==================== block 1
==> block_1/congestion_map.png <==
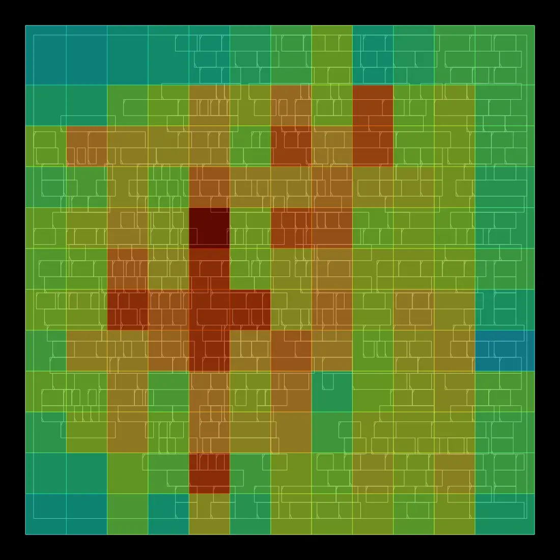

### src/rtl/fifo2ram_dma.sv
`default_nettype none
// ============================================================================
// Module      : fifo2ram_dma
// Description : Drains the SPI write FIFO into block RAM as a burst, sharing
//               the single RAM write port with host writes (host has priority).
// Revision    : 1.0 - initial release
// ============================================================================
module fifo2ram_dma #(
    parameter int WIDTH_DATA = 16,
    parameter int WIDTH_ADDR = 8
) (
    input  logic                  clk,
    input  logic                  rst,
    input  logic                  start,
    input  logic                  abort,
    input  logic [WIDTH_ADDR-1:0] base_addr,
    input  logic [WIDTH_ADDR:0]   length,
    output logic                  fifo_rreq,
    input  logic [WIDTH_DATA-1:0] fifo_rdata,
    input  logic                  fifo_rempty,
    input  logic                  host_wreq,
    input  logic [WIDTH_ADDR-1:0] host_waddr,
    input  logic [WIDTH_DATA-1:0] host_wdata,
    output logic                  ram_wreq,
    output logic [WIDTH_ADDR-1:0] ram_waddr,
    output logic [WIDTH_DATA-1:0] ram_wdata,
    output logic                  busy,
    output logic                  done,
    output logic                  aborted,
    output logic [WIDTH_ADDR:0]   xfer_cnt
);

    localparam logic [WIDTH_ADDR-1:0] c_ptr_one = {{(WIDTH_ADDR-1){1'b0}}, 1'b1};
    localparam logic [WIDTH_ADDR:0]   c_cnt_one = {{WIDTH_ADDR{1'b0}}, 1'b1};

    typedef enum logic [1:0] {
        IDLE = 2'd0,
        XFER = 2'd1,
        DONE = 2'd2
    } state_t;

    state_t                r_state;
    state_t                w_state_nxt;
    logic [WIDTH_ADDR-1:0] r_ptr;
    logic [WIDTH_ADDR:0]   r_len;
    logic [WIDTH_ADDR:0]   r_cnt;
    logic                  r_aborted;
    logic                  r_ram_wreq;
    logic [WIDTH_ADDR-1:0] r_ram_waddr;
    logic [WIDTH_DATA-1:0] r_ram_wdata;
    logic                  w_start_ok;
    logic                  w_pop;
    logic                  w_last;

    assign w_start_ok = (r_state == IDLE) && start;
    // A host write or abort in the same cycle suppresses the pop; it is retried later.
    assign w_pop      = (r_state == XFER) && !fifo_rempty && !host_wreq && !abort
                        && (r_cnt != r_len);
    assign w_last     = w_pop && ((r_cnt + c_cnt_one) == r_len);

    always_comb begin
        w_state_nxt = r_state;
        case (r_state)
            IDLE: begin
                if (start) begin
                    w_state_nxt = (length == '0) ? DONE : XFER;
                end
            end
            XFER: begin
                if (abort || w_last) begin
                    w_state_nxt = DONE;
                end
            end
            DONE:    w_state_nxt = IDLE;
            default: w_state_nxt = IDLE;
        endcase
    end

    always_ff @(posedge clk or posedge rst) begin
        if (rst) begin
            r_state <= IDLE;
        end else begin
            r_state <= w_state_nxt;
        end
    end

    always_ff @(posedge clk or posedge rst) begin
        if (rst) begin
            r_ptr     <= '0;
            r_len     <= '0;
            r_cnt     <= '0;
            r_aborted <= 1'b0;
        end else begin
            if (w_start_ok) begin
                r_ptr     <= base_addr;
                r_len     <= length;
                r_cnt     <= '0;
                r_aborted <= 1'b0;
            end else if (w_pop) begin
                r_ptr <= r_ptr + c_ptr_one;
                r_cnt <= r_cnt + c_cnt_one;
            end
            if ((r_state == XFER) && abort) begin
                r_aborted <= 1'b1;
            end
        end
    end

    // Address/data hold their last value when neither source writes.
    always_ff @(posedge clk or posedge rst) begin
        if (rst) begin
            r_ram_wreq  <= 1'b0;
            r_ram_waddr <= '0;
            r_ram_wdata <= '0;
        end else if (host_wreq) begin
            r_ram_wreq  <= 1'b1;
            r_ram_waddr <= host_waddr;
            r_ram_wdata <= host_wdata;
        end else if (w_pop) begin
            r_ram_wreq  <= 1'b1;
            r_ram_waddr <= r_ptr;
            r_ram_wdata <= fifo_rdata;
        end else begin
            r_ram_wreq  <= 1'b0;
        end
    end

    assign fifo_rreq = w_pop;
    assign ram_wreq  = r_ram_wreq;
    assign ram_waddr = r_ram_waddr;
    assign ram_wdata = r_ram_wdata;
    assign busy      = (r_state == XFER);
    assign done      = (r_state == DONE);
    assign aborted   = r_aborted;
    assign xfer_cnt  = r_cnt;

endmodule
`default_nettype wire

### config.mk
export PLATFORM = sky130hd
export DESIGN_NAME = fifo2ram_dma
export DESIGN_NICKNAME = d
export VERILOG_FILES = /design/src/rtl/fifo2ram_dma.sv
export SDC_FILE = /design/constraint.sdc
export NUM_CORES = 1
export LEC_CHECK = 0
export CAP_MARGIN = 20
export CORE_MARGIN = 1
export CORE_UTILIZATION = 41
export DETAILED_ROUTE_END_ITERATION = 8
export PLACE_DENSITY = 0.74
export SYNTH_ARGS = -nofsm -noshare
export SYNTH_HDL_FRONTEND = slang
export SYNTH_SLANG_ARGS = --single-unit
export TNS_END_PERCENT = 1
### constraint.sdc
create_clock -name clk -period 2.1 [get_ports clk]
set_input_delay 0.315 -clock clk [delete_from_list [all_inputs] [get_ports clk]]
set_output_delay 0.315 -clock clk [all_outputs]
set_load 0.02 [all_outputs]
==================== block 2
### src/rtl/nn_result_uart_tx.sv
// nn_result_uart_tx: UART 8N1 transmitter for the per-image classification result.
// Frame: A5, {pred,target}, yes[15:8], yes[7:0], no[15:8], no[7:0] (+ XOR checksum).
// Optional feature macro: NN_RESULT_TX_CHECKSUM_EN (adds checksum byte B6).
module nn_result_uart_tx #(
    parameter int CLKS_PER_BIT = 868,
    parameter int CNT_BITS     = 14
) (
    input  logic                clk,
    input  logic                reset,
    input  logic                send,
    input  logic [3:0]          pred_label,
    input  logic [3:0]          target_label,
    input  logic [CNT_BITS-1:0] yes,
    input  logic [CNT_BITS-1:0] no,
    output logic                tx_data,
    output logic                busy,
    output logic                done,
    output logic                overrun
);

`ifdef NN_RESULT_TX_CHECKSUM_EN
    localparam int NBYTES = 7;
`else
    localparam int NBYTES = 6;
`endif
    localparam int BAUD_W = $clog2(CLKS_PER_BIT);

    typedef enum logic [1:0] {IDLE, START, DATA, STOP} state_t;

    state_t                  state;
    logic [BAUD_W-1:0]       baud_cnt;
    logic [2:0]              bit_idx;
    logic [2:0]              byte_idx;
    logic [NBYTES-1:0][7:0]  frame;
    logic [NBYTES-1:0][7:0]  snap;
    logic [15:0]             yes16;
    logic [15:0]             no16;
    logic [7:0]              cur_byte;
    logic                    line_bit;
    logic                    baud_end;
    logic                    last_byte;
    logic                    fin;

    assign yes16     = 16'(yes);
    assign no16      = 16'(no);
    assign cur_byte  = frame[byte_idx];
    assign baud_end  = (baud_cnt == BAUD_W'(CLKS_PER_BIT - 1));
    assign last_byte = (byte_idx == 3'(NBYTES - 1));

    // Snapshot of the frame contents built from the live inputs, loaded on accept
    always_comb begin
        snap    = '0;
        snap[0] = 8'hA5;
        snap[1] = {pred_label, target_label};
        snap[2] = yes16[15:8];
        snap[3] = yes16[7:0];
        snap[4] = no16[15:8];
        snap[5] = no16[7:0];
`ifdef NN_RESULT_TX_CHECKSUM_EN
        snap[6] = 8'hA5 ^ {pred_label, target_label} ^ yes16[15:8] ^ yes16[7:0]
                ^ no16[15:8] ^ no16[7:0];
`endif
    end

    // Line level implied by the current state; registered into tx_data next edge
    always_comb begin
        line_bit = 1'b1;
        case (state)
            START:   line_bit = 1'b0;
            DATA:    line_bit = cur_byte[bit_idx];
            default: line_bit = 1'b1;
        endcase
    end

    // Frame FSM with baud/bit/byte counters; outputs lag the state by one cycle
    always_ff @(posedge clk) begin
        if (reset) begin
            state    <= IDLE;
            baud_cnt <= '0;
            bit_idx  <= '0;
            byte_idx <= '0;
            frame    <= '0;
            tx_data  <= 1'b1;
            busy     <= 1'b0;
            done     <= 1'b0;
            fin      <= 1'b0;
            overrun  <= 1'b0;
        end else begin
            tx_data <= line_bit;
            busy    <= (state != IDLE);
            done    <= fin;
            fin     <= 1'b0;
            if (send && state != IDLE)
                overrun <= 1'b1;
            case (state)
                IDLE: begin
                    baud_cnt <= '0;
                    if (send) begin
                        frame    <= snap;
                        byte_idx <= '0;
                        state    <= START;
                    end
                end
                START: begin
                    if (baud_end) begin
                        baud_cnt <= '0;
                        bit_idx  <= '0;
                        state    <= DATA;
                    end else begin
                        baud_cnt <= baud_cnt + BAUD_W'(1);
                    end
                end
                DATA: begin
                    if (baud_end) begin
                        baud_cnt <= '0;
                        if (bit_idx == 3'd7)
                            state <= STOP;
                        else
                            bit_idx <= bit_idx + 3'd1;
                    end else begin
                        baud_cnt <= baud_cnt + BAUD_W'(1);
                    end
                end
                STOP: begin
                    if (baud_end) begin
                        baud_cnt <= '0;
                        if (last_byte) begin
                            state <= IDLE;
                            fin   <= 1'b1;
                        end else begin
                            byte_idx <= byte_idx + 3'd1;
                            state    <= START;
                        end
                    end else begin
                        baud_cnt <= baud_cnt + BAUD_W'(1);
                    end
                end
                default: state <= IDLE;
            endcase
        end
    end

endmodule
### config.mk
export PLATFORM = sky130hd
export DESIGN_NAME = nn_result_uart_tx
export DESIGN_NICKNAME = d
export VERILOG_FILES = /design/src/rtl/nn_result_uart_tx.sv
export SDC_FILE = /design/constraint.sdc
export NUM_CORES = 1
export LEC_CHECK = 0
export ABC_AREA = 1
export CORE_AREA = 2 2 83 85
export DETAILED_ROUTE_END_ITERATION = 6
export DIE_AREA = 0 0 85 87
export GPL_TIMING_DRIVEN = 0
export PLACE_DENSITY_LB_ADDON = 0.05
export SYNTH_ARGS = -nofsm -noshare
export SYNTH_HDL_FRONTEND = slang
export SYNTH_SLANG_ARGS = --single-unit
### constraint.sdc
create_clock -name clk -period 2.66 [get_ports clk]
set_input_delay 0.399 -clock clk [delete_from_list [all_inputs] [get_ports clk]]
set_output_delay 0.399 -clock clk [all_outputs]
set_load 0.1 [all_outputs]
==> block_2/m2.png <==
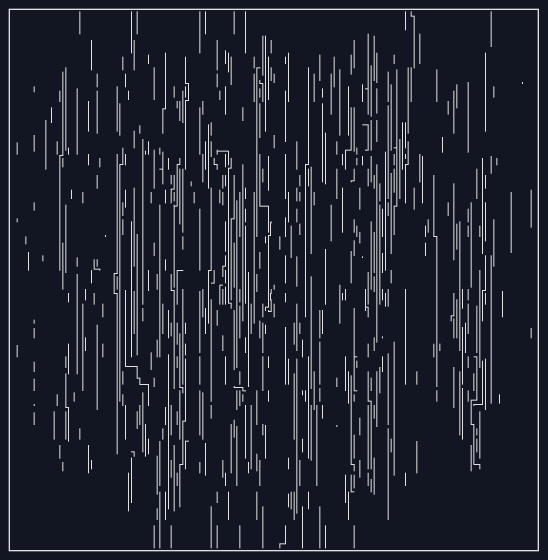
- wire length on this layer: 2,960 um
- longest straight run: 38.1 um
- main direction: vertical
GRT met2 Usage: 0.318
vias after detailed routing: 2,560
final WL: 6330 um

==> metrics.cfg, block 2 <==
[placed_design]
preCtsSetupSlack_ns=0.615

[yosys]
fp_nets=440
ys_seq_elements=60
ys_top_cells_by_count=67 x nand2_1, 66 x nor2_1, 60 x dfxtp_1
most_common_cell=nand2_1
synth.distinct_cells=26

[critical_path]
cp.depth=1
reg2reg_from=state[0]
rrSetupSlack_ns=0.83

[detailed_routing]
top_layer_used=met4
met1_length_um=2970
drcViolationCount=0
ant_nets=0
first_pass_iters=4
wl_per_cell_um=12.0

[power_and_ir_drop]
p_total_uw=3050

[die]
ios=43

[global_route]
grt_pass1_vias=2518

[cells_and_area]
area_growth_syn_to_layout_pct=26.5
fin_cells=529
logic_area_sq_um=1350

[outcome]
outcome=complete, no violations

[sta]
worstMarginPinSlew_ns=0.966

==> block_1/m3.png <==
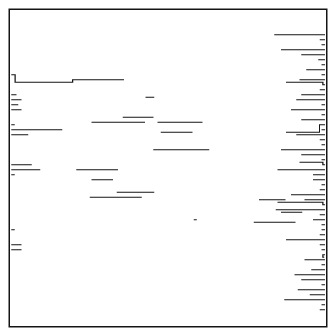
- longest straight run: 15.6 um
- wire length on this layer: 470 um
- nets with wire on the layer: 80
- main direction: horizontal
vias after detailed routing: 2,740
met3 usage: 0.0346
final WL: 7650 um

Notes on block_1/congestion_map.png above:
M1 GR Usage: 0.284
Final Util: 0.647
drt wl/cell: 14.8 um
Total GRT Usage: 0.212
busiest grt layer: met2

==> metrics.cfg, block 1 <==
[outcome]
outcome=complete, no violations

[power_and_ir_drop]
internal_power_uw=2550
ir_drop_mv=0.427
power_top_consumer=combinational cells
pg_clk_uw=599

[critical_path]
crit_top_cell=buf_6
r2r_cells=9
crit_path_max_incr_delay_ns=0.45
slowest_stage=dfrtp_2

[global_route]
antenna_found_initial=0
grt_max_degree=50

[die]
tap_cells=96

[cells_and_area]
nFillCells=558
antenna_cells=0
seq_area_frac=0.309
bufAreaShareNonClock=0.299
n_all_buffers=138
logic_gate_count=213

[placed_design]
port_buffers=100
place_area_sq_um=4220

[yosys]
postSynthCellCount=298
async_flop_share=1.00

[clock_network]
clockBufferDepth=2

[sta]
finalHoldViolations=0

[detailed_routing]
wl_met3_um=469


==================== block 3
==> block_3/m1.png <==
Bar = 50 um.
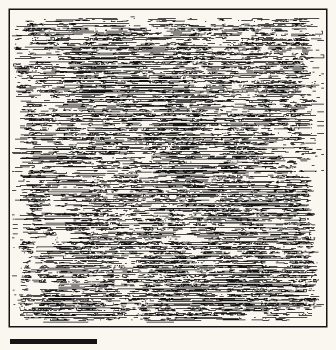
==> block_3/m2.png <==
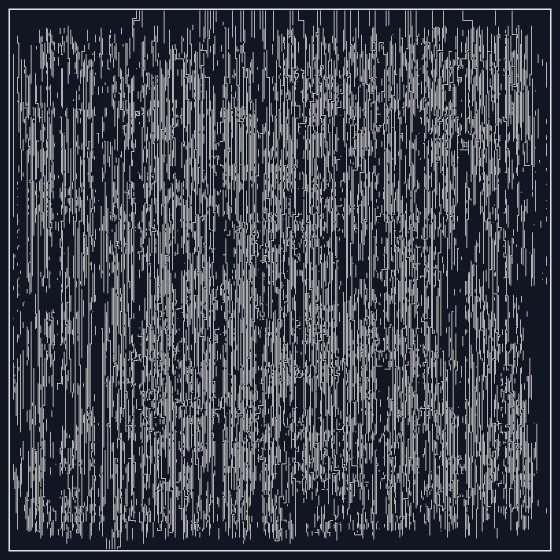
`config.mk`:
```
export PLATFORM = sky130hd
export DESIGN_NAME = muldiv_seq
export DESIGN_NICKNAME = d
export VERILOG_FILES = /design/src/rtl/muldiv_seq.sv
export SDC_FILE = /design/constraint.sdc
export NUM_CORES = 1
export LEC_CHECK = 0
export CORE_MARGIN = 2
export CORE_UTILIZATION = 59
export DETAILED_ROUTE_END_ITERATION = 10
export GPL_TIMING_DRIVEN = 0
export PLACE_DENSITY = 0.8
export RECOVER_POWER = 100
export SYNTH_ARGS = -nofsm -noshare
export SYNTH_HDL_FRONTEND = slang
export SYNTH_SLANG_ARGS = --single-unit
```
`constraint.sdc`:
```
create_clock -name clk -period 4 [get_ports clk]
set_input_delay 0.4 -clock clk [delete_from_list [all_inputs] [get_ports clk]]
set_output_delay 0.4 -clock clk [all_outputs]
set_load 0.02 [all_outputs]
```
`src/rtl/muldiv_seq.sv`:
```
// Iterative MULT/MULTU/DIV/DIVU sequencer: one shared add/sub step per cycle, result in 34 cycles.
// Optional MULDIV_EARLY_OUT_EN skips the iterations for zero operands (result in 2 cycles).
module muldiv_seq #(
  parameter int XLEN = 32,
  parameter int ITER = 32
) (
  input  logic            clk,
  input  logic            rst_n,
  input  logic            start,
  input  logic [1:0]      op,
  input  logic [XLEN-1:0] in1,
  input  logic [XLEN-1:0] in2,
  input  logic            cancel,
  output logic            busy,
  output logic            done,
  output logic [XLEN-1:0] hi,
  output logic [XLEN-1:0] lo
);

  localparam int CNTW = $clog2(ITER);

  typedef enum logic [1:0] {IDLE, CALC, FIX, DONE} state_t;

  state_t            state_q;
  logic              busy_q, done_q;
  logic [XLEN-1:0]   hi_q, lo_q;
  logic [CNTW-1:0]   cnt_q;
  logic [XLEN-1:0]   a_q, b_q, orig_q;
  logic [2*XLEN-1:0] acc_q;
  logic              div_q, s1_q, s2_q, dz_q;

  logic              signed_op, is_mul_in, s1_in, s2_in, early;
  logic [XLEN-1:0]   mag1, mag2;
  logic [XLEN:0]     mul_sum, div_shift;
  logic              div_ge;
  logic [XLEN-1:0]   div_trial;
  logic [2*XLEN-1:0] mul_acc_d, div_acc_d, prod_fix;
  logic [XLEN-1:0]   quot_fix, rem_fix, hi_d, lo_d;

  // Operand conditioning on the start edge: magnitudes plus sign flags.
  always_comb begin
    signed_op = ~op[0];
    is_mul_in = ~op[1];
    s1_in     = signed_op & in1[XLEN-1];
    s2_in     = signed_op & in2[XLEN-1];
    mag1      = s1_in ? ('0 - in1) : in1;
    mag2      = s2_in ? ('0 - in2) : in2;
`ifdef MULDIV_EARLY_OUT_EN
    early     = (in2 == '0) || (is_mul_in && (in1 == '0));
`else
    early     = 1'b0;
`endif
  end

  // One iteration of shift-add multiply (LSB first) and restoring divide.
  // b_q holds the multiplier (shifted right) or the dividend (shifted left).
  always_comb begin
    mul_sum   = {1'b0, acc_q[2*XLEN-1:XLEN]} + {1'b0, a_q};
    mul_acc_d = b_q[0] ? {mul_sum, acc_q[XLEN-1:1]} : {1'b0, acc_q[2*XLEN-1:1]};
    div_shift = {acc_q[2*XLEN-1:XLEN], b_q[XLEN-1]};
    div_ge    = div_shift >= {1'b0, a_q};
    div_trial = div_shift[XLEN-1:0] - a_q;
    div_acc_d = div_ge ? {div_trial, acc_q[XLEN-2:0], 1'b1}
                       : {div_shift[XLEN-1:0], acc_q[XLEN-2:0], 1'b0};
  end

  // Sign fix-up; flags are zero for unsigned ops so no op check is needed.
  always_comb begin
    prod_fix = (s1_q ^ s2_q) ? ('0 - acc_q) : acc_q;
    quot_fix = (s1_q ^ s2_q) ? ('0 - acc_q[XLEN-1:0]) : acc_q[XLEN-1:0];
    rem_fix  = s1_q ? ('0 - acc_q[2*XLEN-1:XLEN]) : acc_q[2*XLEN-1:XLEN];
    if (div_q) begin
      hi_d = dz_q ? orig_q : rem_fix;
      lo_d = dz_q ? '1 : quot_fix;
    end else begin
      hi_d = prod_fix[2*XLEN-1:XLEN];
      lo_d = prod_fix[XLEN-1:0];
    end
  end

  always_ff @(posedge clk or negedge rst_n) begin
    if (!rst_n) begin
      state_q <= IDLE;
      busy_q  <= 1'b0;
      done_q  <= 1'b0;
      hi_q    <= '0;
      lo_q    <= '0;
      cnt_q   <= '0;
      a_q     <= '0;
      b_q     <= '0;
      orig_q  <= '0;
      acc_q   <= '0;
      div_q   <= 1'b0;
      s1_q    <= 1'b0;
      s2_q    <= 1'b0;
      dz_q    <= 1'b0;
    end else if (cancel) begin
      state_q <= IDLE;
      busy_q  <= 1'b0;
      done_q  <= 1'b0;
    end else begin
      case (state_q)
        IDLE, DONE: begin
          done_q <= 1'b0;
          if (start) begin
            div_q   <= op[1];
            s1_q    <= s1_in;
            s2_q    <= s2_in;
            dz_q    <= op[1] && (in2 == '0);
            orig_q  <= in1;
            a_q     <= is_mul_in ? mag1 : mag2;
            b_q     <= is_mul_in ? mag2 : mag1;
            acc_q   <= '0;
            cnt_q   <= '0;
            busy_q  <= 1'b1;
            state_q <= early ? FIX : CALC;
          end else begin
            state_q <= IDLE;
          end
        end
        CALC: begin
          acc_q <= div_q ? div_acc_d : mul_acc_d;
          b_q   <= div_q ? (b_q << 1) : (b_q >> 1);
          cnt_q <= cnt_q + 1'b1;
          if (cnt_q == CNTW'(ITER - 1)) state_q <= FIX;
        end
        FIX: begin
          hi_q    <= hi_d;
          lo_q    <= lo_d;
          busy_q  <= 1'b0;
          done_q  <= 1'b1;
          state_q <= DONE;
        end
        default: begin
          state_q <= IDLE;
          busy_q  <= 1'b0;
          done_q  <= 1'b0;
        end
      endcase
    end
  end

  assign busy = busy_q;
  assign done = done_q;
  assign hi   = hi_q;
  assign lo   = lo_q;

endmodule
```
==> metrics.cfg <==
[flow_run]
warnings=30
maxCapViolCount=1

[detailed_routing]
wl_met3_um=9500
top_layer_used=met5

[power_and_ir_drop]
pg_seq_uw=4270

[yosys]
synthAoiAreaFrac=0.236

[outcome]
outcome=finished with violations
violations=capacitance limit, slew limit

[cells_and_area]
layout_top_cell=nand2_1

[placed_design]
preCtsSetupSlack_ns=-0.126
place_area_sq_um=20500

[critical_path]
slowest_stage=nor4_1
critPathKind=register to register

[sta]
final_max_slew_viol_count=52

[global_route]
grt_max_degree=106

Notes on block_3/m1.png above:
- main direction: horizontal
- longest straight run: 62.6 um
- share of all routed wire: 39%
- wire length on this layer: 28.1 mm
- nets with wire on the layer: 2,496
M1 GR Usage: 0.590
final WL: 73,100 um
vias after detailed routing: 19,700

Notes on block_3/m2.png above:
- longest straight run: 80.0 um
- main direction: vertical
- wire length on this layer: 31.4 mm


